==================== neuron_mac
Fig. 1: neuron_mac, sequential cells colored by netlist name
The bar under the picture is 20 µm long. Other sequential cells in the stronger gray, the rest of the logic in the fainter gray.
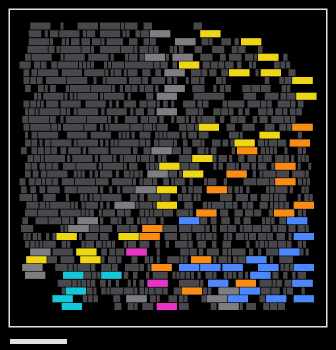
$ cat src/rtl/ann_pkg.sv
// Shared types and constants for the neural-network datapath stages.
package ann_pkg;

    localparam int unsigned FRAC_BITS   = 6;
    localparam int unsigned ROUND_CONST = 32;

    typedef enum logic [2:0] {
        IDLE  = 3'd0,
        ACC   = 3'd1,
        DRAIN = 3'd2,
        FIN   = 3'd3,
        HOLD  = 3'd4
    } state_t;

    // Accumulator width that cannot overflow for up to 2^feature_wide products.
    function automatic int unsigned acc_width(input int unsigned data_w,
                                              input int unsigned feature_wide);
        return 2 * data_w + feature_wide + 1;
    endfunction

endpackage

$ cat src/rtl/mac_mult.sv
// Registered signed DATA_W x DATA_W multiplier with load enable.
module mac_mult #(
    parameter int unsigned DATA_W = 8
) (
    input  logic                       clk,
    input  logic                       rst_n,
    input  logic                       en,
    input  logic signed [DATA_W-1:0]   a,
    input  logic signed [DATA_W-1:0]   b,
    output logic signed [2*DATA_W-1:0] p
);

    localparam int unsigned P_W = 2 * DATA_W;

    // Product register loads only on enabled cycles.
    always_ff @(posedge clk) begin
        if (!rst_n) begin
            p <= '0;
        end else if (en) begin
            p <= P_W'(a) * P_W'(b);
        end
    end

endmodule

$ cat src/rtl/neuron_mac.sv
// Per-neuron multiply-accumulate with bias and round-half-up, feeding the activation block.
module neuron_mac
    import ann_pkg::*;
#(
    parameter int unsigned FEATURE_WIDE = 4,
    parameter int unsigned DATA_W       = 8,
    parameter int unsigned N_IN         = 16
) (
    input  logic                           clk,
    input  logic                           rst_n,
    input  logic                           start,
    input  logic signed [15:0]             bias,
    input  logic                           feat_valid,
    input  logic signed [DATA_W-1:0]       feat_data,
    input  logic signed [DATA_W-1:0]       w_data,
    output logic                           feat_ready,
    output logic                           mac_en,
    output logic                           en,
    output logic signed [FEATURE_WIDE+15:0] out_data,
    input  logic                           act_done,
    output logic                           busy
);

    localparam int unsigned ACC_W = acc_width(DATA_W, FEATURE_WIDE);
    localparam int unsigned OUT_W = FEATURE_WIDE + 16;
    localparam int unsigned CNT_W = FEATURE_WIDE + 1;
    localparam int unsigned P_W   = 2 * DATA_W;

    state_t                    state_q, state_d;
    logic [CNT_W-1:0]          count_q, count_d;
    logic signed [ACC_W-1:0]   acc_q;
    logic signed [15:0]        bias_q;
    logic                      p_vld_q;
    logic signed [P_W-1:0]     prod_r;
    logic                      beat;
    logic signed [ACC_W-1:0]   rnd;
    logic signed [ACC_W-1:0]   shf;
    logic signed [OUT_W-1:0]   res;

    assign beat = feat_valid && feat_ready;

    mac_mult #(
        .DATA_W (DATA_W)
    ) u_mult (
        .clk   (clk),
        .rst_n (rst_n),
        .en    (beat),
        .a     (feat_data),
        .b     (w_data),
        .p     (prod_r)
    );

    // Next-state, beat counter and rounded pre-activation.
    always_comb begin
        state_d = state_q;
        count_d = count_q;
        rnd     = acc_q + ACC_W'(ROUND_CONST);
        shf     = rnd >>> FRAC_BITS;
        res     = OUT_W'(shf) + OUT_W'(bias_q);
        case (state_q)
            IDLE: begin
                if (start) begin
                    state_d = ACC;
                    count_d = '0;
                end
            end
            ACC: begin
                if (beat) begin
                    count_d = count_q + CNT_W'(1);
                    if (count_q == CNT_W'(N_IN - 1)) begin
                        state_d = DRAIN;
                    end
                end
            end
            DRAIN:   state_d = FIN;
            FIN:     state_d = HOLD;
            HOLD: begin
                if (act_done) begin
                    state_d = IDLE;
                end
            end
            default: state_d = IDLE;
        endcase
    end

    // State, datapath and registered handshake outputs.
    always_ff @(posedge clk) begin
        if (!rst_n) begin
            state_q    <= IDLE;
            count_q    <= '0;
            acc_q      <= '0;
            bias_q     <= '0;
            p_vld_q    <= 1'b0;
            out_data   <= '0;
            feat_ready <= 1'b0;
            mac_en     <= 1'b0;
            en         <= 1'b0;
            busy       <= 1'b0;
        end else begin
            state_q <= state_d;
            count_q <= count_d;
            p_vld_q <= beat;
            if (state_q == IDLE && start) begin
                bias_q <= bias;
                acc_q  <= '0;
            end else if (p_vld_q) begin
                acc_q <= acc_q + ACC_W'(prod_r);
            end
            if (state_q == FIN) begin
                out_data <= res;
            end
            feat_ready <= (state_d == ACC) && (count_d < CNT_W'(N_IN));
            mac_en     <= (state_d == ACC) || (state_d == DRAIN) || (state_d == FIN);
            en         <= (state_d == HOLD);
            busy       <= (state_d != IDLE);
        end
    end

endmodule

$ cat config.mk
export PLATFORM = sky130hd
export DESIGN_NAME = neuron_mac
export DESIGN_NICKNAME = d
export VERILOG_FILES = /design/src/rtl/ann_pkg.sv /design/src/rtl/mac_mult.sv /design/src/rtl/neuron_mac.sv
export SDC_FILE = /design/constraint.sdc
export NUM_CORES = 1
export LEC_CHECK = 0
export CAP_MARGIN = 0
export CORE_MARGIN = 3
export CORE_UTILIZATION = 68
export DETAILED_ROUTE_END_ITERATION = 7
export DONT_BUFFER_PORTS = 1
export PLACE_DENSITY = 0.84
export SLEW_MARGIN = 0
export SYNTH_ARGS = -nofsm -noshare
export SYNTH_HDL_FRONTEND = slang
export SYNTH_SLANG_ARGS = --single-unit
$ cat constraint.sdc
create_clock -name clk -period 7.7 [get_ports clk]
set_input_delay 1.155 -clock clk [delete_from_list [all_inputs] [get_ports clk]]
set_output_delay 1.155 -clock clk [all_outputs]
set_load 0.03 [all_outputs]
==> GITHUB_STEP_SUMMARY <==
### Yosys + OpenROAD results

| Metric | Value |
|---|---|
| CP endpoint kind | flip-flop |
| Die ar. | roughly 12000 µm² |
| Largest reg by FF count | acc_q |
| Row count | 37 |
| Unrepaired setup endpoints after global routing | no |
| Power density cells | 207 nW/µm² |
| Core area | 10500 µm² |
| Via count | 5954 |
| Pre-CTS WS | approximately 2.1 ns |
| Min Tclk post-route | roughly 5.2 ns |
| Slew @ Worst Pin | between 1 and 1.5 ns |
| Post-layout period usage | between 60 and 70% |
| Post-Syn Area | between 7000 and 8000 µm² |
| Crit Reg-Reg Endpoint | out_data[14] |
| Most frequent cell after synthesis | nand2_1 |
| Mux area share | 1.93% |
| Seq_cells | approximately 83 |
| Final setup vio count | 0 |
| DRC | 0 |
| Slew HR | 22.9% |
| Yosys chip area | 7400 µm² |
| Register area | about 1700 µm² |
| Clkbuf count | 10 |
| Drt wl/cell | roughly 16 µm |
| Status | finished, final reports clean |
| Initial antenna violation count | 0 |
| Combinational share of cell area | a little under 70% |
| Initial DRC count | about 440 |
| Final setup margin | 2.52 ns |
| Clock skew | approximately 0.013 ns |
| Num CTS Buffers | 9 |
| Layout cells sized above 1 | 3.67% |
| ANT nets after route | 0 |
| Comb area | ~5300 µm² |
About Fig. 1:
[out_data] blue | flops: 17 | where: south-east
[bias_q] orange | flops: 16
[count_q] cyan | flops: 5 | where: south-west
[state_q] magenta | flops: 3
[acc_q] yellow | flops: 21

## per-stage QoR
step / power, mW / instances / area, µm²
after detailed placement: 1.26 / 991 / 7470
after floorplan: 1.13 / 881 / 7400
after global placement: 1.22 / 991 / 7470
after CTS: 1.60 / 1007 / 7680
final: 1.59 / 1007 / 7680
after global routing: 1.74 / 1007 / 7680
## where the power goes
part | total (mW) | leakage (nW) | internal [mW] | switching (mW)
registers | 0.475 | 0.674 | 0.454 | 0.0215
clock network | 0.335 | 0.105 | 0.162 | 0.173
logic | 0.778 | 2.73 | 0.351 | 0.427
## routing by layer
layer,vias up,wire [µm]
met1,2844,6760
met3,32,780
met2,156,7910
met5,-,0
li1,2922,-
met4,0,351
## worst max-delay path, cell delays in order
cell and delay (ns):
and2_1 0.17, ha_1 0.43, inv_1 0.14, fa_1 0.56
inv_1 0.05, fa_1 0.48, inv_1 0.06, fa_1 0.53
inv_1 0.04, ha_1 0.35, o21a_1 0.21, o21a_1 0.18
and3_1 0.21, a2111oi_4 0.40, o21ai_2 0.09, a21oi_2 0.15
xnor2_1 0.13, a21oi_1 0.08

==================== offset_divider_sequencer
<file path="config.mk">
export PLATFORM = sky130hd
export DESIGN_NAME = offset_divider_sequencer
export DESIGN_NICKNAME = d
export VERILOG_FILES = /design/src/rtl/offset_divider_pkg.sv /design/src/rtl/shortLeadingOneDetection.sv /design/src/rtl/offset_divider_sequencer.sv
export SDC_FILE = /design/constraint.sdc
export NUM_CORES = 1
export LEC_CHECK = 0
export ABC_AREA = 1
export CORE_MARGIN = 2
export CORE_UTILIZATION = 58
export DETAILED_ROUTE_END_ITERATION = 7
export PLACE_DENSITY_LB_ADDON = 0.05
export SYNTH_ARGS = -nofsm -noshare
export SYNTH_HDL_FRONTEND = slang
export SYNTH_SLANG_ARGS = --single-unit
</file>
<file path="constraint.sdc">
create_clock -name clk -period 3.7 [get_ports clk]
set_input_delay 0.37 -clock clk [delete_from_list [all_inputs] [get_ports clk]]
set_output_delay 0.37 -clock clk [all_outputs]
set_load 0.005 [all_outputs]
</file>
<file path="src/rtl/offset_divider_pkg.sv">
// -----------------------------------------------------------------------------
// offset_divider_pkg
//   Shared widths, state encoding and constants for the OffsetDivider
//   sequencer.
//   DIVIDEND_W : dividend / quotient width
//   DIVISOR_W  : divisor / remainder width (tied to the 10-bit LOD)
//   LOC_W      : width of the leading-one location code
// -----------------------------------------------------------------------------
package offset_divider_pkg;

  localparam int DIVIDEND_W = 16;
  localparam int DIVISOR_W  = 10;
  localparam int LOC_W      = 4;

  // Partial remainder carries one guard bit above the dividend.
  localparam int R_W   = DIVIDEND_W + 1;
  // Aligned divisor: divisor shifted up to the dividend MSB.
  localparam int D_W   = DIVIDEND_W + DIVISOR_W;
  // Iteration counter must hold DIVIDEND_W (the largest N).
  localparam int CNT_W = $clog2(DIVIDEND_W + 1);

  // Location code reported by the LOD for an all-zero divisor.
  localparam logic [LOC_W-1:0] LOC_ZERO = '0;

  typedef enum logic [1:0] {
    IDLE,
    NORM,
    ITER,
    DONE
  } state_e;

endpackage

</file>
<file path="src/rtl/shortLeadingOneDetection.sv">
// -----------------------------------------------------------------------------
// shortLeadingOneDetection
//   10-bit leading-one detector. Reports 0 for an all-zero input, otherwise
//   the index of the most significant set bit plus one (1..10).
//   in_i  : value to scan
//   loc_o : location code
// -----------------------------------------------------------------------------
module shortLeadingOneDetection (
  input  logic [9:0] in_i,
  output logic [3:0] loc_o
);

  // NOTE: every signal driven from always_comb gets a default first, so no
  // path through the block leaves it unassigned and a latch is never inferred.
  always_comb begin
    loc_o = 4'd0;
    // Ascending scan: the highest set bit is the last one to write loc_o.
    for (int i = 0; i < 10; i++) begin
      if (in_i[i]) loc_o = 4'(i + 1);
    end
  end

endmodule

</file>
<file path="src/rtl/offset_divider_sequencer.sv">
// -----------------------------------------------------------------------------
// offset_divider_sequencer
//   Iterative unsigned restoring divider. Accepts a dividend/divisor pair on a
//   valid/ready handshake, normalises the divisor with the leading-one
//   detector so that only the quotient bits that can be non-zero are
//   iterated, and returns quotient/remainder on a valid/ready handshake.
//   One operation in flight; latency accept-to-out_valid is 2+N cycles with
//   N = DIVIDEND_W+1-loc, or 2 cycles for a zero divisor.
//
//   clk          : clock, rising edge
//   rst          : synchronous active-high reset
//   in_valid     : operand valid
//   in_ready     : sequencer can accept operands (IDLE only)
//   dividend     : numerator
//   divisor      : denominator
//   out_valid    : result valid
//   out_ready    : consumer accepts result
//   quotient     : floor(dividend/divisor), all ones on divide-by-zero
//   remainder    : dividend mod divisor, zero on divide-by-zero
//   div_by_zero  : divisor was zero; qualified by out_valid
// -----------------------------------------------------------------------------
module offset_divider_sequencer
  import offset_divider_pkg::*;
(
  input  logic                  clk,
  input  logic                  rst,
  input  logic                  in_valid,
  output logic                  in_ready,
  input  logic [DIVIDEND_W-1:0] dividend,
  input  logic [DIVISOR_W-1:0]  divisor,
  output logic                  out_valid,
  input  logic                  out_ready,
  output logic [DIVIDEND_W-1:0] quotient,
  output logic [DIVISOR_W-1:0]  remainder,
  output logic                  div_by_zero
);

  // Control and output registers
  state_e                state_q;
  logic                  in_ready_q;
  logic                  out_valid_q;
  logic [DIVIDEND_W-1:0] quotient_q;
  logic [DIVISOR_W-1:0]  remainder_q;
  logic                  dz_q;

  // Datapath registers
  logic [R_W-1:0]        r_q;
  logic [D_W-1:0]        d_q;
  logic [DIVIDEND_W-1:0] q_q;
  logic [DIVISOR_W-1:0]  divisor_q;
  logic [CNT_W-1:0]      n_q;

  // Combinational next values
  logic [LOC_W-1:0]      loc;
  logic                  r_ge_d;
  logic [R_W-1:0]        r_d;
  logic [DIVIDEND_W-1:0] q_d;
  logic [CNT_W-1:0]      shamt;
  logic [D_W-1:0]        d_init;
  logic [CNT_W-1:0]      n_init;
  logic                  accept;
  logic                  last_iter;

  shortLeadingOneDetection u_lod (
    .in_i  (divisor_q),
    .loc_o (loc)
  );

  assign accept    = in_valid && in_ready_q && (state_q == IDLE);
  assign last_iter = (n_q == CNT_W'(1));

  always_comb begin
    // One restoring step: subtract when the aligned divisor fits.
    r_ge_d = ({{(D_W - R_W){1'b0}}, r_q} >= d_q);
    // d_q never exceeds r_q when r_ge_d holds, so its upper bits are zero.
    r_d    = r_ge_d ? (r_q - d_q[R_W-1:0]) : r_q;
    q_d    = {q_q[DIVIDEND_W-2:0], r_ge_d};

    // Align the divisor MSB with dividend bit DIVIDEND_W-1. Quotient bits
    // above position DIVIDEND_W-loc are necessarily zero, so only
    // DIVIDEND_W+1-loc iterations are needed.
    shamt  = CNT_W'(DIVIDEND_W) - CNT_W'(loc);
    d_init = D_W'(divisor_q) << shamt;
    n_init = CNT_W'(DIVIDEND_W + 1) - CNT_W'(loc);
  end

  // NOTE: sequential state is written with non-blocking assignments so every
  // flop samples pre-edge values regardless of statement order.
  always_ff @(posedge clk) begin
    if (rst) begin
      state_q     <= IDLE;
      in_ready_q  <= 1'b1;
      out_valid_q <= 1'b0;
      quotient_q  <= '0;
      remainder_q <= '0;
      dz_q        <= 1'b0;
    end else begin
      unique case (state_q)
        IDLE: begin
          if (accept) begin
            in_ready_q <= 1'b0;
            state_q    <= NORM;
          end
        end

        NORM: begin
          if (loc == LOC_ZERO) begin
            quotient_q  <= '1;
            remainder_q <= '0;
            dz_q        <= 1'b1;
            state_q     <= DONE;
          end else begin
            state_q <= ITER;
          end
        end

        ITER: begin
          if (last_iter) begin
            quotient_q  <= q_d;
            remainder_q <= r_d[DIVISOR_W-1:0];
            dz_q        <= 1'b0;
            state_q     <= DONE;
          end
        end

        DONE: begin
          // out_valid rises one cycle after entering DONE and holds until
          // the consumer pops; in_ready returns only after the pop edge.
          if (out_valid_q && out_ready) begin
            out_valid_q <= 1'b0;
            in_ready_q  <= 1'b1;
            state_q     <= IDLE;
          end else begin
            out_valid_q <= 1'b1;
          end
        end

        default: state_q <= IDLE;
      endcase
    end
  end

  // NOTE: the datapath registers are not reset: every field is loaded on
  // accept or in NORM before it is read, so a reset would only add routing.
  always_ff @(posedge clk) begin
    unique case (state_q)
      IDLE: begin
        if (accept) begin
          r_q       <= R_W'(dividend);
          divisor_q <= divisor;
          q_q       <= '0;
        end
      end

      NORM: begin
        d_q <= d_init;
        n_q <= n_init;
      end

      ITER: begin
        r_q <= r_d;
        q_q <= q_d;
        d_q <= d_q >> 1;
        n_q <= n_q - CNT_W'(1);
      end

      default: ;
    endcase
  end

  assign in_ready    = in_ready_q;
  assign out_valid   = out_valid_q;
  assign quotient    = quotient_q;
  assign remainder   = remainder_q;
  assign div_by_zero = dz_q;

endmodule

</file>
Fig. 2: offset_divider_sequencer, routing congestion map
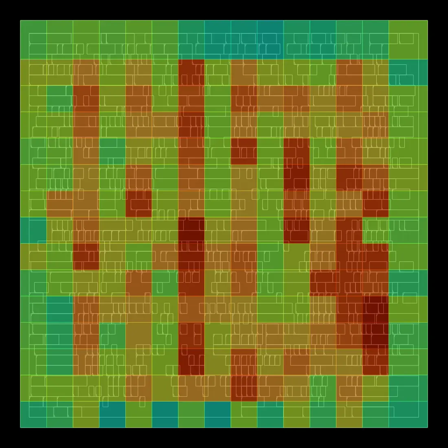
grt peak-use layer: met2
Util after Layout: 67.7%
global-route met3 utilization: 5.05%
Total GRT Usage: 26.5%

==> GITHUB_STEP_SUMMARY <==
### Yosys + OpenROAD results

| Metric | Value |
|---|---|
| Clock Power | 0.691 mW |
| Via count | 5251 |
| WL met3 | around 700 µm |
| Max-area cell share | roughly 36% |
| Gate power share | between 50% and 60% |
| Post-DP HPWL | 10.7 mm |
| Clock latency (worst-skew pair) | 0.39 ns |
| Reg clk slew, reported paths | around 0.11 ns |
| Die ar. | 11400 µm² |
| Most instantiated logic cell after routing | nand2_1 |
| Worst-path cell chain | nor2_1 > inv_1 > nand2_2 > inv_1 > ha_1 > inv_1 > nand2_1 > nand2_1 > inv_1 > nand3_1 > nand3_1 > nand3_1 > nand2_1 |
| Synth Area per Inst | roughly 8.1 µm² |
| Final setup vio count | 0 |
| Final setup margin | between 0.5 and 0.6 ns |
| Yosys chip area | 6130 µm² |
| Ant diodes | 0 |
| Core area | approximately 10000 µm² |
| DR top layer | met4 |
| Fmax | approximately 320 MHz |
| Buf+Inv Stages, Crit Path | 4 |
| Initial DRC count | slightly below 500 |
| Switching Share | between 40% and 50% |
| Placed cell areas | a little under 7000 µm² |
| Grt met1 use | between 30% and 40% |
| Worst VDD drop | about 0.00084 V |
| Yosys reg bits | 104 |
| XOR/XNOR Area Share | roughly 2.3% |
| Final Slew Violations | 0 |
| First-pass iteration count of the detailed router | 5 |
| Internal power | 3.57 mW |
| Mux area share | 0% |
| Ys flop type | edfxtp_1 |
| Comb area leader | simple AND/OR/NAND/NOR gates |
| ANT nets after route | 0 |
| Pre-CTS WS | just under 0.6 ns |
| Kind of critical path | reg2reg |
| Cts repair resizes | 0 |
| Setup TNS | 0 ns |
| Starting Density | between 50% and 60% |
| Crit path launch type | flip-flop |
| R2R cell count | 13 |
| Final instance area | approximately 7000 µm² |
| Num CTS Buffers | 9 |
| Fin. Hold Viols | 0 |
| TritonCTS clock tree | done |
| Hold Crit Depth | 2 |
| IO buf count | between 50 and 60 |
| Clock skew | 0.0169 ns |
| Cell count in the Yosys report | between 700 and 800 |
| Status | finished, final reports clean |
| Clock power frac | 10.3% |
| Path length in cells of the critical path | 13 |
| Min Tclk post-route | around 3.2 ns |
| First-pass GRT wire length | approximately 24 mm |
| Boundary pin count | approximately 59 |
| Warnings from Yosys | 0 |
| Initial antenna violation count | 0 |
| Adders+Majority by Area | 5.64% |
| Post-Syn Area | a little over 6000 µm² |
| Worst R2R Setup Slack | around 0.55 ns |
| Die width | between 100 and 150 µm |
| Synth unique cells | approximately 45 |
| Most frequent cells in the layout | nand2_1 (202), inv_1 (80), edfxtp_1 (73), nand3_1 (59), clkdlybuf4s50_1 (58) |
| Vias per inst | ~5.6 |
Fig. 3: offset_divider_sequencer, gate families picked out
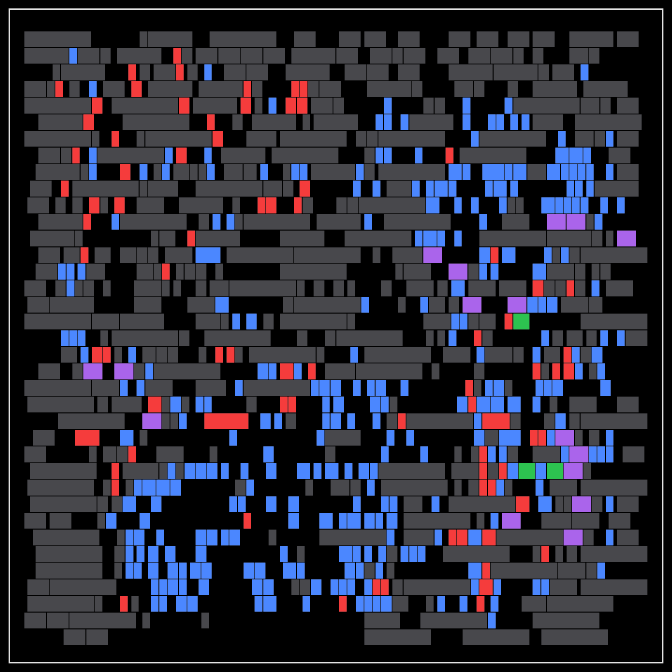
[nor cells] red | cells: 79 | where: spread over the die
[xor and xnor cells] purple | cells: 16
[nand cells] blue | cells: 295 | where: spread over the die
[non-inverting ao/oa cells] green | cells: 3

==> worst max path at each step <==
stage,to
after floorplan,r_q[10]
after global placement,d_q[8]
after detailed placement,d_q[24]
after CTS,d_q[24]
after global routing,d_q[12]
final,d_q[24]
==> metrics by stage <==
stage	power (mW)	cells	hold WS, ns
final	6.72	944	0.498
after global routing	7.25	944	0.512
after CTS	6.69	944	0.500
after global placement	5.88	928	0.470
after detailed placement	5.98	928	0.483
after floorplan	4.93	758	0.432
==> state kept, by name, indices dropped and copies added (netlist names) <==
name / cells
d_q: 26
r_q: 17
quotient: 16
q_q: 15
divisor_q: 10
remainder: 10
n_q: 5
state_q: 2
div_by_zero: 1
in_ready: 1
out_valid: 1
==> cell type report <==
class / instances / area [µm²]
clock buffer: 10 / 128
inverter: 87 / 329
multi-input combinational: 537 / 2830
timing repair buffer: 64 / 626
sequential: 104 / 2810
fill: 862 / 3320
tap: 136 / 170
clock inverter: 6 / 56.3
==> tightest hold or removal path: cells and delay by family (launching register included) <==
| family | cells | cell delay, ns |
|---|---|---|
| and+or+nand+nor | 1 | 0.07 |
| AOI/OAI and AO/OA | 1 | 0.05 |
| DFF | 1 | 0.34 |

==================== ram_arbiter
Fig. 4: ram_arbiter, sequential cells colored by netlist name
The bar under the picture is 20 µm long. Other sequential cells in the stronger gray, the rest of the logic in the fainter gray.
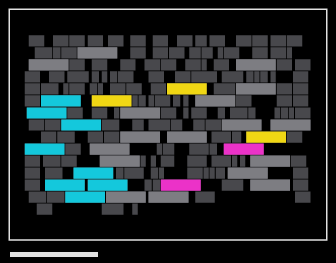
Fig. 5: ram_arbiter, gate families picked out
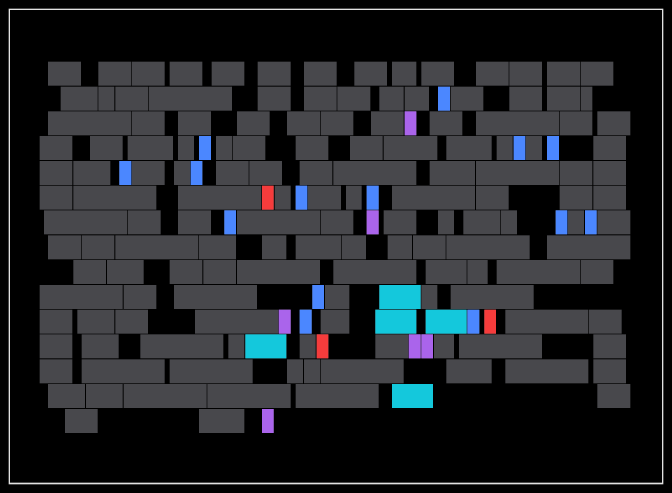
Fig. 6: ram_arbiter, clock network drawn from the DEF
The bar under the picture is 20 µm long.
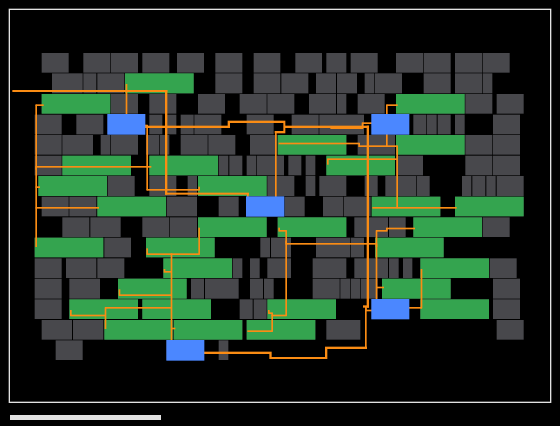
==> src/rtl/ram_arb_pkg.sv <==
// Shared types and defaults for the two-requester RAM arbiter.
package ram_arb_pkg;

   localparam int AW_DEF = 3;
   localparam int DW_DEF = 8;
   localparam int CNT_W  = 2;

   typedef enum logic [1:0] {
      IDLE,
      ISSUE,
      WAIT,
      DONE
   } state_e;

   function automatic logic [1:0] id_to_onehot(input logic id);
      return id ? 2'b10 : 2'b01;
   endfunction

endpackage

==> src/rtl/rr_arbiter2.sv <==
// Combinational two-way round-robin pick: a lone requester always wins,
// a tie is broken by the pointer.
module rr_arbiter2
   import ram_arb_pkg::*;
(
   input  logic [1:0] req,
   input  logic       ptr,
   output logic [1:0] grant,
   output logic       grant_id
);

   always_comb begin
      grant_id = (req == 2'b11) ? ptr : req[1];
      grant    = (req == 2'b00) ? 2'b00 : id_to_onehot(grant_id);
   end

endmodule

==> src/rtl/ram_arbiter.sv <==
// Round-robin arbiter and sequencer in front of a single-port RAM: grants
// one requester at a time, issues the access and returns read data with ack.
module ram_arbiter
   import ram_arb_pkg::*;
#(
   parameter int AW     = AW_DEF,
   parameter int DW     = DW_DEF,
   parameter int RD_LAT = 1
) (
   input  logic          clock,
   input  logic          reset_n,
   input  logic [1:0]    req,
   input  logic [1:0]    we,
   input  logic [AW-1:0] adr0,
   input  logic [AW-1:0] adr1,
   input  logic [DW-1:0] wdata0,
   input  logic [DW-1:0] wdata1,
   output logic [1:0]    ack,
   output logic [DW-1:0] rdata,
   output logic          busy,
   output logic [AW-1:0] ram_adr,
   output logic [DW-1:0] ram_data_in,
   output logic          ram_write,
   input  logic [DW-1:0] ram_data_out
);

   localparam logic [CNT_W-1:0] LAT_LOAD = CNT_W'(RD_LAT - 1);

   state_e           state_q, state_d;
   logic             ptr_q, ptr_d;
   logic             id_q, id_d;
   logic             we_q, we_d;
   logic [CNT_W-1:0] cnt_q, cnt_d;
   logic [1:0]       ack_q, ack_d;
   logic [DW-1:0]    rdata_q, rdata_d;
   logic             busy_q, busy_d;
   logic [AW-1:0]    ram_adr_q, ram_adr_d;
   logic [DW-1:0]    ram_data_in_q, ram_data_in_d;
   logic             ram_write_q, ram_write_d;

   logic [1:0]       grant;
   logic             grant_id;

   rr_arbiter2 u_rr (
      .req      (req),
      .ptr      (ptr_q),
      .grant    (grant),
      .grant_id (grant_id)
   );

   // The RAM address/data output registers double as the request latch.
   always_comb begin
      // NOTE: every _d gets a default before the case so no path leaves it unassigned (no latches).
      state_d       = state_q;
      ptr_d         = ptr_q;
      id_d          = id_q;
      we_d          = we_q;
      cnt_d         = cnt_q;
      rdata_d       = rdata_q;
      ram_adr_d     = ram_adr_q;
      ram_data_in_d = ram_data_in_q;
      ack_d         = 2'b00;
      ram_write_d   = 1'b0;

      unique case (state_q)
         IDLE: begin
            if (|req) begin
               id_d          = grant_id;
               we_d          = |(grant & we);
               ram_adr_d     = grant[1] ? adr1 : adr0;
               ram_data_in_d = grant[1] ? wdata1 : wdata0;
               ram_write_d   = |(grant & we);
               state_d       = ISSUE;
            end
         end
         ISSUE: begin
            if (we_q) begin
               ack_d   = id_to_onehot(id_q);
               state_d = DONE;
            end else begin
               cnt_d   = LAT_LOAD;
               state_d = WAIT;
            end
         end
         WAIT: begin
            if (cnt_q == '0) begin
               rdata_d = ram_data_out;
               ack_d   = id_to_onehot(id_q);
               state_d = DONE;
            end else begin
               cnt_d = cnt_q - CNT_W'(1);
            end
         end
         DONE: begin
            ptr_d   = ~id_q;
            state_d = IDLE;
         end
         default: state_d = IDLE;
      endcase

      busy_d = (state_d != IDLE);
   end

   always_ff @(posedge clock or negedge reset_n) begin
      if (!reset_n) begin
         state_q       <= IDLE;
         ptr_q         <= 1'b0;
         id_q          <= 1'b0;
         we_q          <= 1'b0;
         cnt_q         <= '0;
         ack_q         <= 2'b00;
         rdata_q       <= '0;
         busy_q        <= 1'b0;
         ram_adr_q     <= '0;
         ram_data_in_q <= '0;
         ram_write_q   <= 1'b0;
      end else begin
         // NOTE: non-blocking here so every register samples pre-edge values.
         state_q       <= state_d;
         ptr_q         <= ptr_d;
         id_q          <= id_d;
         we_q          <= we_d;
         cnt_q         <= cnt_d;
         ack_q         <= ack_d;
         rdata_q       <= rdata_d;
         busy_q        <= busy_d;
         ram_adr_q     <= ram_adr_d;
         ram_data_in_q <= ram_data_in_d;
         ram_write_q   <= ram_write_d;
      end
   end

   assign ack         = ack_q;
   assign rdata       = rdata_q;
   assign busy        = busy_q;
   assign ram_adr     = ram_adr_q;
   assign ram_data_in = ram_data_in_q;
   assign ram_write   = ram_write_q;

endmodule
==> config.mk <==
export PLATFORM = sky130hd
export DESIGN_NAME = ram_arbiter
export DESIGN_NICKNAME = d
export VERILOG_FILES = /design/src/rtl/ram_arb_pkg.sv /design/src/rtl/rr_arbiter2.sv /design/src/rtl/ram_arbiter.sv
export SDC_FILE = /design/constraint.sdc
export NUM_CORES = 1
export LEC_CHECK = 0
export CAP_MARGIN = 25
export CORE_ASPECT_RATIO = 0.7
export CORE_MARGIN = 3
export CORE_UTILIZATION = 44
export CTS_CLUSTER_DIAMETER = 50
export CTS_CLUSTER_SIZE = 8
export DETAILED_ROUTE_END_ITERATION = 8
export GPL_ROUTABILITY_DRIVEN = 0
export MAX_ROUTING_LAYER = met4
export PLACE_DENSITY = 0.94
export RECOVER_POWER = 50
export SYNTH_ARGS = -nofsm -noshare
export SYNTH_HDL_FRONTEND = slang
export SYNTH_HIERARCHICAL = 1
export SYNTH_SLANG_ARGS = --single-unit
==> constraint.sdc <==
create_clock -name clock -period 3.9 [get_ports clock]
set_clock_uncertainty 0.15 [all_clocks]
set_input_delay 0.78 -clock clock [delete_from_list [all_inputs] [get_ports clock]]
set_output_delay 0.78 -clock clock [all_outputs]
set_load 0.005 [all_outputs]
==> GITHUB_STEP_SUMMARY <==
### Yosys + OpenROAD results

| Metric | Value |
|---|---|
| Status | finished, violations left |
| Failing checks | capacitance limit, slew limit |
| Unrepaired setup endpoints after global routing | no |
| Warnings from Yosys | 6 |
| Worst r2r src | state_q[0] |
| Max-cap violations | 1 |
| Post-Syn Area | around 1300 µm² |
| Largest net degree at the start of global routing | 31 |
| Boundary pin count | between 50 and 60 |
| Yosys chip area | between 1000 and 1500 µm² |
| Crit path launch type | primary input |
| Clock root buffer | clkbuf_8 |
| Vias per inst | around 5 |
| Hold Crit Depth | 1 |
| Starting Density | 50.0% |
| Via count | a little over 1k |
| Placed cell areas | a little under 2000 µm² |
| GR Util met2 | between 30% and 40% |
| Min Tclk post-route | about 2.5 ns |
| Internal power | 0.975 mW |
| Final Slew Violations | 31 |
| Post-CTS setup buffer count | 0 |
## Picture notes: Fig. 4
[state_q] magenta | flops: 2
[rdata] cyan | flops: 8
[ram_adr] yellow | flops: 3
not colored: 17
Seq area share: 37.3%
register area: 751 µm²
Util after Layout: 76.1%
Seq power: 0.545 mW

## Picture notes: Fig. 5
[nand cells] blue | cells: 14
[nor cells] red | cells: 3
[fa/ha/maj cells] cyan | cells: 5
[inv cells] purple | cells: 6
Finished Layout Cells: 206
combinational share of cell area: 26.0%
most instantiated logic cell after routing: clkdlybuf4s50_1

## Picture notes: Fig. 6
[flip-flops] green | count: 30
[clock-net drivers] blue | count: 5
[clock wires] orange | length: 393 µm
routed clock nets: 6
clock latency (worst-skew pair): 0.28 ns
Clock Power: 0.240 mW
Clock power frac: 16.8%

synthesized netlist by cell type, types with 2 or more instances:
library cell  number  share of area (%)
dfrtp_1           30                 57
o21ai_0           14                5.3
nand2_1           13                3.7
mux2i_1           12                9.1
mux2_2             9                7.7
inv_1              6                1.7
ha_1               5                4.7
nor2_1             3               0.85
a21boi_1           2                1.1
a22oi_1            2                1.1
o21ai_1            2               0.76
metal layers:
metal | vias to the layer above | share of wire [%]
li1 | 503 | -
met1 | 492 | 41
met2 | 38 | 50
met3 | 6 | 8.0
met4 | 0 | 1.6
met5 | - | 0
area by class of cell:
class / count / area, µm²
multi-input combinational: 70 / 523
inverter: 6 / 22.5
tap: 34 / 42.5
sequential: 30 / 751
fill: 169 / 633
clock buffer: 6 / 82.6
timing repair buffer: 60 / 592
cells in the final DEF (no fill, tap or decap), drive strengths merged:
master	instances
clkbuf	7
a22o	1
ha	5
clkdlybuf4s50	57
or2	1
nor2	3
a21boi	3
buf	1
and3	1
dlygate4sd3	1
a22oi	2
inv	6
dfrtp	30
mux2i	12
o21ai	17
mux2	9
o211ai	1
nand2	14
a21o	1

==================== s3_writeback_regfile_flat
<file path="src/rtl/s3_writeback_regfile_if.sv">
// Bundle between the S3 write-back / S2 issue / decode side (master) and the
// write-back register file (slave).
//   S3_Result, S3_WriteSelect, S3_WriteEnable : retiring write from S3
//   rd_sel_a/b -> rd_data_a/b                   : two combinational operand reads
//   issue_valid, issue_dest -> stall            : issue request and hazard stall
//   underflow_err                               : sticky retire-without-pending flag
interface s3_writeback_regfile_if #(
    parameter int unsigned DATA_W = 32,
    parameter int unsigned ADDR_W = 5
);
    logic [DATA_W-1:0] S3_Result;
    logic [ADDR_W-1:0] S3_WriteSelect;
    logic              S3_WriteEnable;
    logic [ADDR_W-1:0] rd_sel_a;
    logic [ADDR_W-1:0] rd_sel_b;
    logic [DATA_W-1:0] rd_data_a;
    logic [DATA_W-1:0] rd_data_b;
    logic              issue_valid;
    logic [ADDR_W-1:0] issue_dest;
    logic              stall;
    logic              underflow_err;

    modport master (
        output S3_Result, S3_WriteSelect, S3_WriteEnable,
        output rd_sel_a, rd_sel_b, issue_valid, issue_dest,
        input  rd_data_a, rd_data_b, stall, underflow_err
    );

    modport slave (
        input  S3_Result, S3_WriteSelect, S3_WriteEnable,
        input  rd_sel_a, rd_sel_b, issue_valid, issue_dest,
        output rd_data_a, rd_data_b, stall, underflow_err
    );
endinterface

</file>
<file path="src/rtl/s3_writeback_regfile.sv">
// Write-back register file at the end of the S3 result path.
// 2**ADDR_W x DATA_W registers with two combinational read ports, per-register
// pending counters for in-flight destinations and a read-after-write stall.
// Ports:
//   clk, rst : clock and synchronous active-high reset
//   bus      : s3_writeback_regfile_if.slave (S3 write, operand reads, issue/stall,
//              sticky underflow_err)
// Optional feature: define REGFILE_BYPASS_EN for same-cycle write-through
// forwarding from S3 to the read ports.
module s3_writeback_regfile #(
    parameter int unsigned DATA_W = 32,
    parameter int unsigned ADDR_W = 5,
    parameter int unsigned PEND_W = 2
) (
    input  logic                   clk,
    input  logic                   rst,
    s3_writeback_regfile_if.slave  bus
);
    localparam int unsigned NREGS = 2 ** ADDR_W;
    localparam logic [PEND_W-1:0] PEND_MAX = '1;
    localparam logic [PEND_W-1:0] PEND_ONE = PEND_W'(1);

    logic [DATA_W-1:0] regs_q [NREGS];
    logic [PEND_W-1:0] pend_q [NREGS];
    logic [PEND_W-1:0] pend_d [NREGS];
    logic              underflow_q;
    logic              underflow_d;

    logic              wr_live;
    logic              fwd_a;
    logic              fwd_b;
    logic              hazard_a;
    logic              hazard_b;
    logic              dest_full;
    logic              stall_c;
    logic              acc;

    // Register 0 is hard-wired; a write to it is not a commit.
    assign wr_live = bus.S3_WriteEnable && (bus.S3_WriteSelect != '0);

    // Operand reads (optionally forwarding the retiring S3 value).
    always_comb begin
        bus.rd_data_a = (bus.rd_sel_a == '0) ? '0 : regs_q[bus.rd_sel_a];
        bus.rd_data_b = (bus.rd_sel_b == '0) ? '0 : regs_q[bus.rd_sel_b];
        fwd_a = 1'b0;
        fwd_b = 1'b0;
`ifdef REGFILE_BYPASS_EN
        if (wr_live && (bus.S3_WriteSelect == bus.rd_sel_a)) begin
            bus.rd_data_a = bus.S3_Result;
            // Only the last in-flight write clears the hazard.
            fwd_a = (pend_q[bus.rd_sel_a] == PEND_ONE);
        end
        if (wr_live && (bus.S3_WriteSelect == bus.rd_sel_b)) begin
            bus.rd_data_b = bus.S3_Result;
            fwd_b = (pend_q[bus.rd_sel_b] == PEND_ONE);
        end
`endif
    end

    // Hazard detection and issue acceptance.
    always_comb begin
        hazard_a  = (bus.rd_sel_a != '0) && (pend_q[bus.rd_sel_a] != '0) && !fwd_a;
        hazard_b  = (bus.rd_sel_b != '0) && (pend_q[bus.rd_sel_b] != '0) && !fwd_b;
        dest_full = (bus.issue_dest != '0) && (pend_q[bus.issue_dest] == PEND_MAX);
        stall_c   = bus.issue_valid && (hazard_a || hazard_b || dest_full);
        acc       = bus.issue_valid && !stall_c;
    end

    assign bus.stall         = stall_c;
    assign bus.underflow_err = underflow_q;

    // Pending counter next state; simultaneous issue and retire cancel out.
    always_comb begin
        underflow_d = underflow_q;
        pend_d[0]   = '0;
        for (int unsigned r = 1; r < NREGS; r++) begin
            logic inc;
            logic dec;
            inc       = acc && (bus.issue_dest == ADDR_W'(r));
            dec       = bus.S3_WriteEnable && (bus.S3_WriteSelect == ADDR_W'(r));
            pend_d[r] = pend_q[r];
            if (inc && !dec) begin
                pend_d[r] = pend_q[r] + PEND_ONE;
            end else if (dec && !inc) begin
                if (pend_q[r] == '0) begin
                    underflow_d = 1'b1;
                end else begin
                    pend_d[r] = pend_q[r] - PEND_ONE;
                end
            end
        end
    end

    // State registers.
    always_ff @(posedge clk) begin
        if (rst) begin
            for (int unsigned r = 0; r < NREGS; r++) begin
                regs_q[r] <= '0;
                pend_q[r] <= '0;
            end
            underflow_q <= 1'b0;
        end else begin
            for (int unsigned r = 0; r < NREGS; r++) begin
                pend_q[r] <= pend_d[r];
            end
            if (wr_live) begin
                regs_q[bus.S3_WriteSelect] <= bus.S3_Result;
            end
            underflow_q <= underflow_d;
        end
    end
endmodule

</file>
<file path="src/flat_wrapper.sv">
// flat-port wrapper written by rule: the top's interface ports become plain ports
module s3_writeback_regfile_flat 
#(
    parameter int unsigned DATA_W = 32,
    parameter int unsigned ADDR_W = 5,
    parameter int unsigned PEND_W = 2
)
  (clk, rst, bus_S3_Result, bus_S3_WriteSelect, bus_S3_WriteEnable, bus_rd_sel_a, bus_rd_sel_b, bus_issue_valid, bus_issue_dest, bus_rd_data_a, bus_rd_data_b, bus_stall, bus_underflow_err);
  s3_writeback_regfile_if #(.DATA_W(DATA_W), .ADDR_W(ADDR_W)) bus_i ();
  input  logic clk;
  input  logic rst;
  input wire logic [$bits(bus_i.S3_Result)-1:0] bus_S3_Result;
  input wire logic [$bits(bus_i.S3_WriteSelect)-1:0] bus_S3_WriteSelect;
  input wire logic [$bits(bus_i.S3_WriteEnable)-1:0] bus_S3_WriteEnable;
  input wire logic [$bits(bus_i.rd_sel_a)-1:0] bus_rd_sel_a;
  input wire logic [$bits(bus_i.rd_sel_b)-1:0] bus_rd_sel_b;
  input wire logic [$bits(bus_i.issue_valid)-1:0] bus_issue_valid;
  input wire logic [$bits(bus_i.issue_dest)-1:0] bus_issue_dest;
  output wire logic [$bits(bus_i.rd_data_a)-1:0] bus_rd_data_a;
  output wire logic [$bits(bus_i.rd_data_b)-1:0] bus_rd_data_b;
  output wire logic [$bits(bus_i.stall)-1:0] bus_stall;
  output wire logic [$bits(bus_i.underflow_err)-1:0] bus_underflow_err;
  assign bus_i.S3_Result = bus_S3_Result;
  assign bus_i.S3_WriteSelect = bus_S3_WriteSelect;
  assign bus_i.S3_WriteEnable = bus_S3_WriteEnable;
  assign bus_i.rd_sel_a = bus_rd_sel_a;
  assign bus_i.rd_sel_b = bus_rd_sel_b;
  assign bus_i.issue_valid = bus_issue_valid;
  assign bus_i.issue_dest = bus_issue_dest;
  assign bus_rd_data_a = bus_i.rd_data_a;
  assign bus_rd_data_b = bus_i.rd_data_b;
  assign bus_stall = bus_i.stall;
  assign bus_underflow_err = bus_i.underflow_err;
  s3_writeback_regfile #(.DATA_W(DATA_W), .ADDR_W(ADDR_W), .PEND_W(PEND_W)) u_core (.clk(clk), .rst(rst), .bus(bus_i));
endmodule
</file>
<file path="config.mk">
export PLATFORM = sky130hd
export DESIGN_NAME = s3_writeback_regfile_flat
export DESIGN_NICKNAME = d
export VERILOG_FILES = /design/src/rtl/s3_writeback_regfile_if.sv /design/src/rtl/s3_writeback_regfile.sv /design/src/flat_wrapper.sv
export SDC_FILE = /design/constraint.sdc
export NUM_CORES = 2
export LEC_CHECK = 0
export ABC_CLOCK_PERIOD_IN_PS = 6100
export CORE_MARGIN = 2
export CORE_UTILIZATION = 65
export CTS_CLUSTER_SIZE = 12
export DETAILED_ROUTE_END_ITERATION = 10
export PLACE_DENSITY = 0.83
export SYNTH_ARGS = -nofsm -noshare
export SYNTH_HDL_FRONTEND = slang
export SYNTH_SLANG_ARGS = --single-unit
</file>
<file path="constraint.sdc">
create_clock -name clk -period 6.1 [get_ports clk]
set_clock_uncertainty 0.15 [all_clocks]
set_input_delay 0.61 -clock clk [delete_from_list [all_inputs] [get_ports clk]]
set_output_delay 0.61 -clock clk [all_outputs]
set_load 0.05 [all_outputs]
</file>
Fig. 7: s3_writeback_regfile_flat, gate families picked out
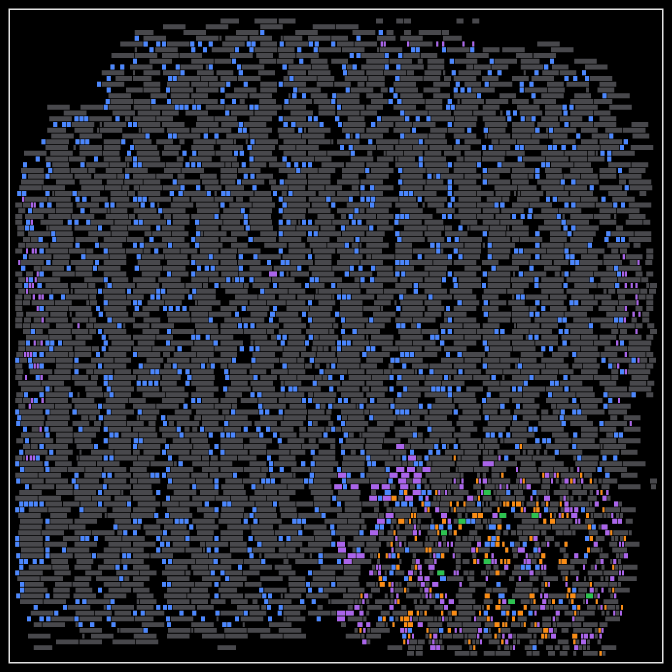
[and/or cells] blue | cells: 1078 | where: spread over the die
[nand cells] orange | cells: 155 | where: south-east
[non-inverting ao/oa cells] green | cells: 9 | where: south-east
[nor cells] purple | cells: 280
Finished Layout Cells: 5402
most instantiated logic cell after routing: edfxtp_1
combinational share of cell area: 40.5%

Fig. 8: s3_writeback_regfile_flat, routing congestion map
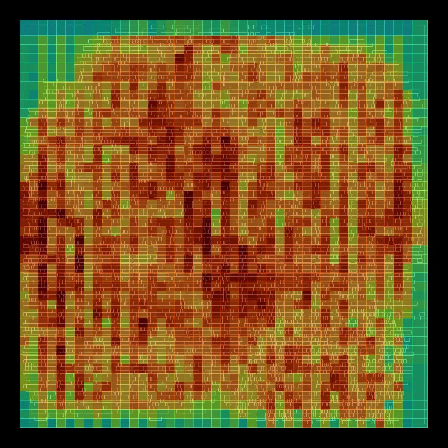
drt wl/cell: 34.8 µm
grt peak-use layer: met2

==> GITHUB_STEP_SUMMARY <==
### Yosys + OpenROAD results

| Metric | Value |
|---|---|
| Status | finished, final reports clean |
| Total GRT Usage | 40.3% |
| Crit path launch type | primary input |
| GR Overflow Total | 0 |
| Buf+Inv Stages, Crit Path | 4 |
| Worst endpoint required time | 5.34 ns |
| Arr. time, crit path | about 4.3 ns |
| Mux area share | about a quarter |
| Fraction of registers with async set/reset | 0% |
| Vias in the first global route | ~40k |
| Clkbuf count | about 150 |
| Psw | 4.67 mW |
| First-pass GRT wire length | about 270 mm |
| CP Max Fanout | 21 |
| DRC | 0 |
| Seq area share | 48.0% |
| H-Tree Depth | 3 |
| Largest net degree at the start of global routing | between 100 and 150 |
| Clock-cell share | roughly 5.3% |
| Fin. Hold Viols | 0 |
| Initial DRC count | around 6.7k |
| CTS Sinks | between 1k and 1.5k |
| CP max-delay cell | clkdlybuf4s50_1 |
| Row count | roughly 110 |
| Crit-path max cell delay | 0.81 ns |
Fig. 9: s3_writeback_regfile_flat, clock network drawn from the DEF
The bar under the picture is 100 µm long.
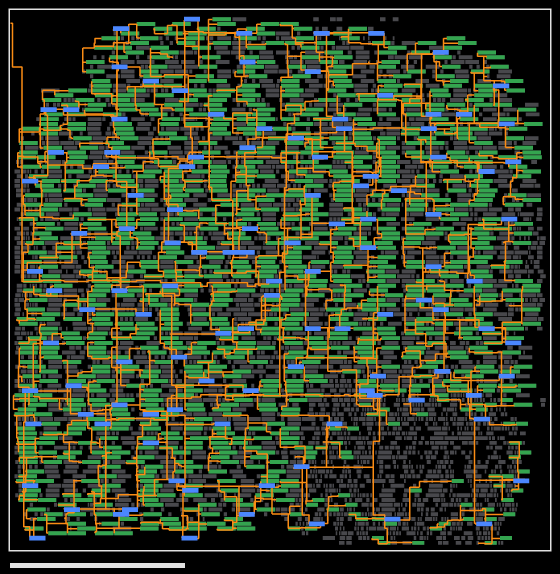
[clock-net drivers] blue | count: 115
[clock wires] orange | length: 12900 µm
[flip-flops] green | count: 1087
routed clock nets: 116
flops lie: spread over the die

-- power by group through the flow --
stage                     clock network, mW  registers, mW  logic (mW)
after global routing                   6.95           8.79        2.63
after CTS                              6.69           8.75        2.52
after floorplan                           0           8.80        1.66
after detailed placement                  0           8.89        2.51
after global placement                    0           8.84        2.48
final                                  6.70           8.76        2.57
-- synth_stat cells (9+ instances only) --
library cell,number
mux2_2,18
buf_2,20
o21ai_0,78
clkbuf_1,311
a211oi_1,22
dfxtp_1,63
buf_1,59
nor3b_1,14
nor3_1,9
mux2i_1,67
a21oi_1,64
edfxtp_1,1024
and3_1,34
nand2_1,90
ha_1,62
nor2b_1,47
nand3_1,40
a31oi_1,9
nor2_1,199
inv_1,44
or2_2,37
mux4_2,667
and2_1,995
nand3b_1,19
-- metal layers --
layer	global-route usage, %	vias to the layer above	part of all wire (%)
met5	0	-	0.052
met4	22.6	16	6.1
met2	60.9	3713	46
met3	13.5	765	15
li1	-	15500	-
met1	52.0	19700	33
-- registers in the layout (all words and copies together), names as in the netlist --
name / cells
u_core.pend_q: 62
u_core.bus.underflow_err: 1
u_core.regs_q: 1024

==================== reset_sequencer
Fig. 10: reset_sequencer, placement by cell class
The bar under the picture is 10 µm long.
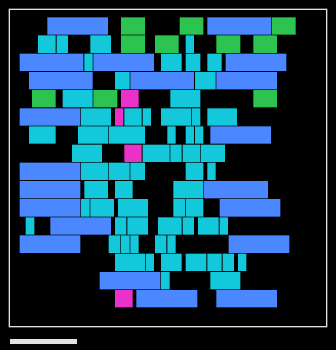
$ cat src/rtl/reset_sequencer.sv
// reset_sequencer: multi-domain reset sequencer for the Synchronizer IP.
//
// The block synchronises the deassertion of an asynchronous active-low
// source reset into target_clk. It holds every channel asserted for at
// least STRETCH_CYCLES, and then releases the NUM_CH channels in ascending
// order, STAGGER_CYCLES apart. Each channel drives a registered
// active-high/active-low pair.
//
// Optional feature: define RESET_SEQUENCER_SW_REQ_EN to honour sw_rst_req
// as a synchronous restart of the sequence. When the macro is undefined,
// the port stays present but is ignored.
module reset_sequencer #(
    parameter int NUM_CH         = 4,
    parameter int SYNC_DEPTH     = 3,
    parameter int STRETCH_CYCLES = 16,
    parameter int STAGGER_CYCLES = 4
) (
    input  logic              target_clk,
    input  logic              source_rst_n,
    input  logic              sw_rst_req,
    output logic [NUM_CH-1:0] target_rst,
    output logic [NUM_CH-1:0] target_rst_n,
    output logic              seq_done
);

    localparam int CNT_MAX = (STRETCH_CYCLES > STAGGER_CYCLES) ? STRETCH_CYCLES : STAGGER_CYCLES;
    localparam int CNT_W   = $clog2(CNT_MAX + 1);
    localparam int IDX_W   = (NUM_CH > 1) ? $clog2(NUM_CH) : 1;

    typedef enum logic [1:0] {
        ST_ASSERT  = 2'd0,
        ST_RELEASE = 2'd1,
        ST_DONE    = 2'd2
    } state_t;

    logic [SYNC_DEPTH-1:0] sync_q;
    logic                  sync_rst_n;

    state_t                state_q, state_nxt;
    logic [CNT_W-1:0]      cnt_q, cnt_nxt;
    logic [IDX_W-1:0]      idx_q, idx_nxt;
    logic [NUM_CH-1:0]     rst_q, rst_nxt;
    logic [NUM_CH-1:0]     rst_n_q;
    logic                  done_q, done_nxt;

`ifndef RESET_SEQUENCER_SW_REQ_EN
    // The request port is kept for a uniform pinout but has no function here.
    logic unused_sw_rst_req;
    assign unused_sw_rst_req = sw_rst_req;
`endif

    // Deassertion synchroniser: cleared at once by the source reset, then fills with ones.
    always_ff @(posedge target_clk or negedge source_rst_n) begin
        if (!source_rst_n) begin
            sync_q <= '0;
        end else begin
            sync_q <= {sync_q[SYNC_DEPTH-2:0], 1'b1};
        end
    end

    assign sync_rst_n = sync_q[SYNC_DEPTH-1];

    // Sequencer state and registered channel outputs; the source reset asserts every channel at once.
    always_ff @(posedge target_clk or negedge source_rst_n) begin
        if (!source_rst_n) begin
            state_q <= ST_ASSERT;
            cnt_q   <= '0;
            idx_q   <= IDX_W'(1);
            rst_q   <= '1;
            rst_n_q <= '0;
            done_q  <= 1'b0;
        end else begin
            state_q <= state_nxt;
            cnt_q   <= cnt_nxt;
            idx_q   <= idx_nxt;
            rst_q   <= rst_nxt;
            rst_n_q <= ~rst_nxt;
            done_q  <= done_nxt;
        end
    end

    // Next-state logic: stretch, then release the channels one by one (a software request overrides).
    always_comb begin
        state_nxt = state_q;
        cnt_nxt   = cnt_q;
        idx_nxt   = idx_q;
        rst_nxt   = rst_q;
        done_nxt  = done_q;

        case (state_q)
            ST_ASSERT: begin
                rst_nxt  = '1;
                done_nxt = 1'b0;
                if (!sync_rst_n) begin
                    cnt_nxt = '0;
                end else if (int'(cnt_q) == STRETCH_CYCLES - 1) begin
                    // The counter reaches STRETCH_CYCLES on this edge, so channel 0 goes now.
                    cnt_nxt = '0;
                    idx_nxt = IDX_W'(1);
                    if (NUM_CH == 1 || STAGGER_CYCLES == 0) begin
                        rst_nxt   = '0;
                        done_nxt  = 1'b1;
                        state_nxt = ST_DONE;
                    end else begin
                        rst_nxt[0] = 1'b0;
                        state_nxt  = ST_RELEASE;
                    end
                end else begin
                    cnt_nxt = cnt_q + CNT_W'(1);
                end
            end

            ST_RELEASE: begin
                if (int'(cnt_q) == STAGGER_CYCLES - 1) begin
                    cnt_nxt = '0;
                    for (int i = 0; i < NUM_CH; i++) begin
                        if (i == int'(idx_q)) begin
                            rst_nxt[i] = 1'b0;
                        end
                    end
                    if (int'(idx_q) == NUM_CH - 1) begin
                        done_nxt  = 1'b1;
                        state_nxt = ST_DONE;
                    end else begin
                        idx_nxt = idx_q + IDX_W'(1);
                    end
                end else begin
                    cnt_nxt = cnt_q + CNT_W'(1);
                end
            end

            ST_DONE: begin
                cnt_nxt  = '0;
                rst_nxt  = '0;
                done_nxt = 1'b1;
            end

            default: begin
                state_nxt = ST_ASSERT;
                cnt_nxt   = '0;
                idx_nxt   = IDX_W'(1);
                rst_nxt   = '1;
                done_nxt  = 1'b0;
            end
        endcase

`ifdef RESET_SEQUENCER_SW_REQ_EN
        // A software request restarts the stretch without touching the synchroniser.
        if (sw_rst_req) begin
            state_nxt = ST_ASSERT;
            cnt_nxt   = '0;
            idx_nxt   = IDX_W'(1);
            rst_nxt   = '1;
            done_nxt  = 1'b0;
        end
`endif
    end

    assign target_rst   = rst_q;
    assign target_rst_n = rst_n_q;
    assign seq_done     = done_q;

endmodule

$ cat config.mk
export PLATFORM = sky130hd
export DESIGN_NAME = reset_sequencer
export DESIGN_NICKNAME = d
export VERILOG_FILES = /design/src/rtl/reset_sequencer.sv
export SDC_FILE = /design/constraint.sdc
export NUM_CORES = 1
export LEC_CHECK = 0
export CAP_MARGIN = 20
export CORE_MARGIN = 1
export CORE_UTILIZATION = 50
export CTS_CLUSTER_DIAMETER = 50
export DETAILED_ROUTE_END_ITERATION = 6
export PLACE_DENSITY = 0.78
export SLEW_MARGIN = 15
export SYNTH_ARGS = -nofsm -noshare
export SYNTH_HDL_FRONTEND = slang
export SYNTH_SLANG_ARGS = --single-unit
export TNS_END_PERCENT = 100
$ cat constraint.sdc
create_clock -name target_clk -period 4.5 [get_ports target_clk]
set_input_delay 0.45 -clock target_clk [delete_from_list [all_inputs] [get_ports target_clk]]
set_output_delay 0.45 -clock target_clk [all_outputs]
set_load 0.02 [all_outputs]
==> GITHUB_STEP_SUMMARY <==
### Yosys + OpenROAD results

| Metric | Value |
|---|---|
| Status | finished, final reports clean |
| Synth Area per Inst | around 12 µm² |
| Most frequent cells in the layout | dfrtp_1 (16), ha_1 (11), clkdlybuf4s50_1 (10), inv_1 (6), nand2_1 (6) |
| Clkbuf count | 4 |
| CP endpoint kind | flip-flop |
| Die width | roughly 47 µm |
| Reg clk slew, reported paths | around 0.1 ns |
| Ant diodes | 0 |
| H-Tree Depth | 1 |
| Hold_ws | about 0.36 ns |
| Fmax | ~470 MHz |
| Hold path endpoint | sync_q[2] |
| Total GRT Usage | 17.4% |
| Initial DRC count | 12 |
| GR Util met2 | a little under 30% |
| Yosys chip area | 1020 µm² |
| TritonCTS clock tree | done |
| Signal buffers | 10 |
| Biggest Area Class | sequential cells |
| Starting Density | approximately 53% |
| Clock power frac | approximately 11% |
| Final Slew Violations | 0 |
| Clock skew | roughly 0.0044 ns |
| Hold Crit Start | sync_q[1] |
| First-pass GRT wire length | about 2.6 mm |
| Hold Crit Depth | 0 |
| Layout cells sized above 1 | ~15% |
| Clock Power | 0.0858 mW |
| First-pass iteration count of the detailed router | 4 |
| ANT nets after route | 0 |
| CP max-delay cell | or4b_1 |
| Cell type with the largest total area | dfrtp_1 |
| Global-route met3 utilization | 2.31% |
| R2R cell count | 4 |
| GPL Wtd Cong | 0.688 |
| Clock-cell share | under 10% |
| Switching Share | between 30% and 40% |
| Worst R2R Setup Slack | about 2.4 ns |
| Grt peak-use layer | met2 |
| Number of enable flip-flop cells | 0 |
| Vias in the first global route | 620 |
| Fin. Hold Viols | 0 |
| WL met3 | about 25 µm |
| Min Tclk post-route | 2.13 ns |
| Num CTS Buffers | 3 |
| Drt wl/cell | between 10 and 15 µm |
| Worst-path cell chain | ha_1 > or4b_1 > a2111oi_2 > mux2_2 |
| Post-CTS setup buffer count | 0 |
| Worst Setup SP | cnt_q[0] |
| Ys flop type | dfrtp_1 |
| Sequential power share | 40.9% |
| Worst r2r src | cnt_q[0] |
| Psw | between 0.2 and 0.3 mW |
| Path length in cells of the critical path | 4 |
| Crit path launch type | flip-flop |
| Vias per inst | 5.52 |
| Arr. time, crit path | 2.32 ns |
| Synth unique cells | 33 |
| Grt met1 use | about a fifth |
| Kind of critical path | reg2reg |
| Most instantiated logic cell after routing | dfrtp_1 |
| Main power group | combinational cells |
| Worst endpoint required time | ~4.7 ns |
| Power Combinational | 0.371 mW |
| Tool Warnings | 34 |
| Die ar. | 2230 µm² |
| Warnings from Yosys | 0 |
| CP delay by family, top | simple AND/OR/NAND/NOR gates |
| Comb area | 454 µm² |
## Picture notes: Fig. 10
[clock drivers and dummy loads] magenta | cells: 4 | share of their area: 2.3%
[registers] blue | cells: 21 | share of their area: 47%
[remaining logic cells] cyan | cells: 63 | share of their area: 42%
[remaining buffers and delay cells] green | cells: 10 | share of their area: 8.8%

Yosys cell counts, drive strengths merged (2+ instances only):
| cell type | n |
|---|---|
| dfrtp | 16 |
| ha | 11 |
| inv | 6 |
| nand2 | 6 |
| dfstp | 5 |
| nor2 | 4 |
| clkbuf | 3 |
| nand3 | 3 |
| o211ai | 3 |
| o21ai | 3 |
| a21boi | 2 |
| a21oi | 2 |
| a31o | 2 |
| a31oi | 2 |
| mux2 | 2 |
| nor2b | 2 |
| nor4b | 2 |
through the flow:
stage | instance area (µm²) | setup slack [ns]
2_1_floorplan | 1020 | 2.53
4_1_cts | 1170 | 2.37
3_3_place_gp | 1140 | 2.43
6_report | 1170 | 2.37
5_1_grt | 1170 | 2.27
3_5_place_dp | 1140 | 2.38
flip-flops by register name (all words and copies together) (netlist names):
signal / cells
state_q: 2
target_rst: 4
idx_q: 2
cnt_q: 5
sync_q: 3
target_rst_n: 4
seq_done: 1
cells by family after synthesis:
family | synth area share [%]
simple gates | 11.6
compound gates | 15.0
fa+ha+maj | 13.4
other cells | 0.366
flops | 51.9
mux | 2.20
buf+inv | 3.78
xor+xnor | 1.71


## Gallery

Sequential cells colored by netlist name.
(a)
The bar under the picture is 10 µm long. Other sequential cells in the stronger gray, the rest of the logic in the fainter gray.
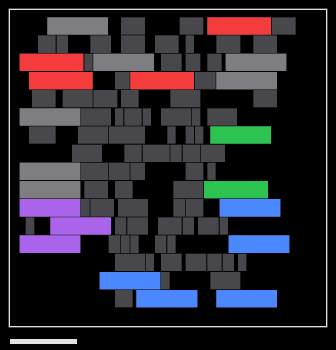
(b)
The bar under the picture is 20 µm long. Other sequential cells in the stronger gray, the rest of the logic in the fainter gray.
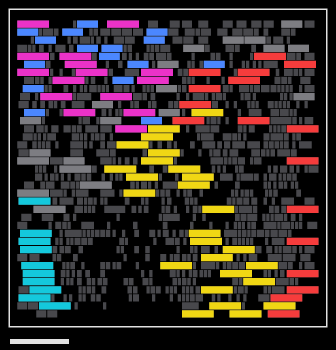
(c)
The bar under the picture is 100 µm long. Other sequential cells in the stronger gray, the rest of the logic in the fainter gray.
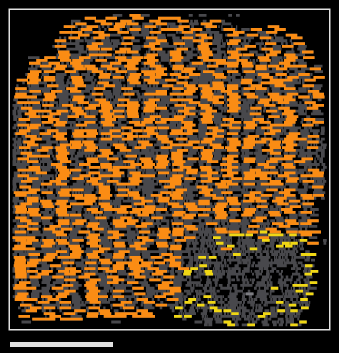
offset_divider_sequencer -> (b)
s3_writeback_regfile_flat -> (c)
reset_sequencer -> (a)

Power figures rest on the tool's default switching activity, not on a simulated workload.
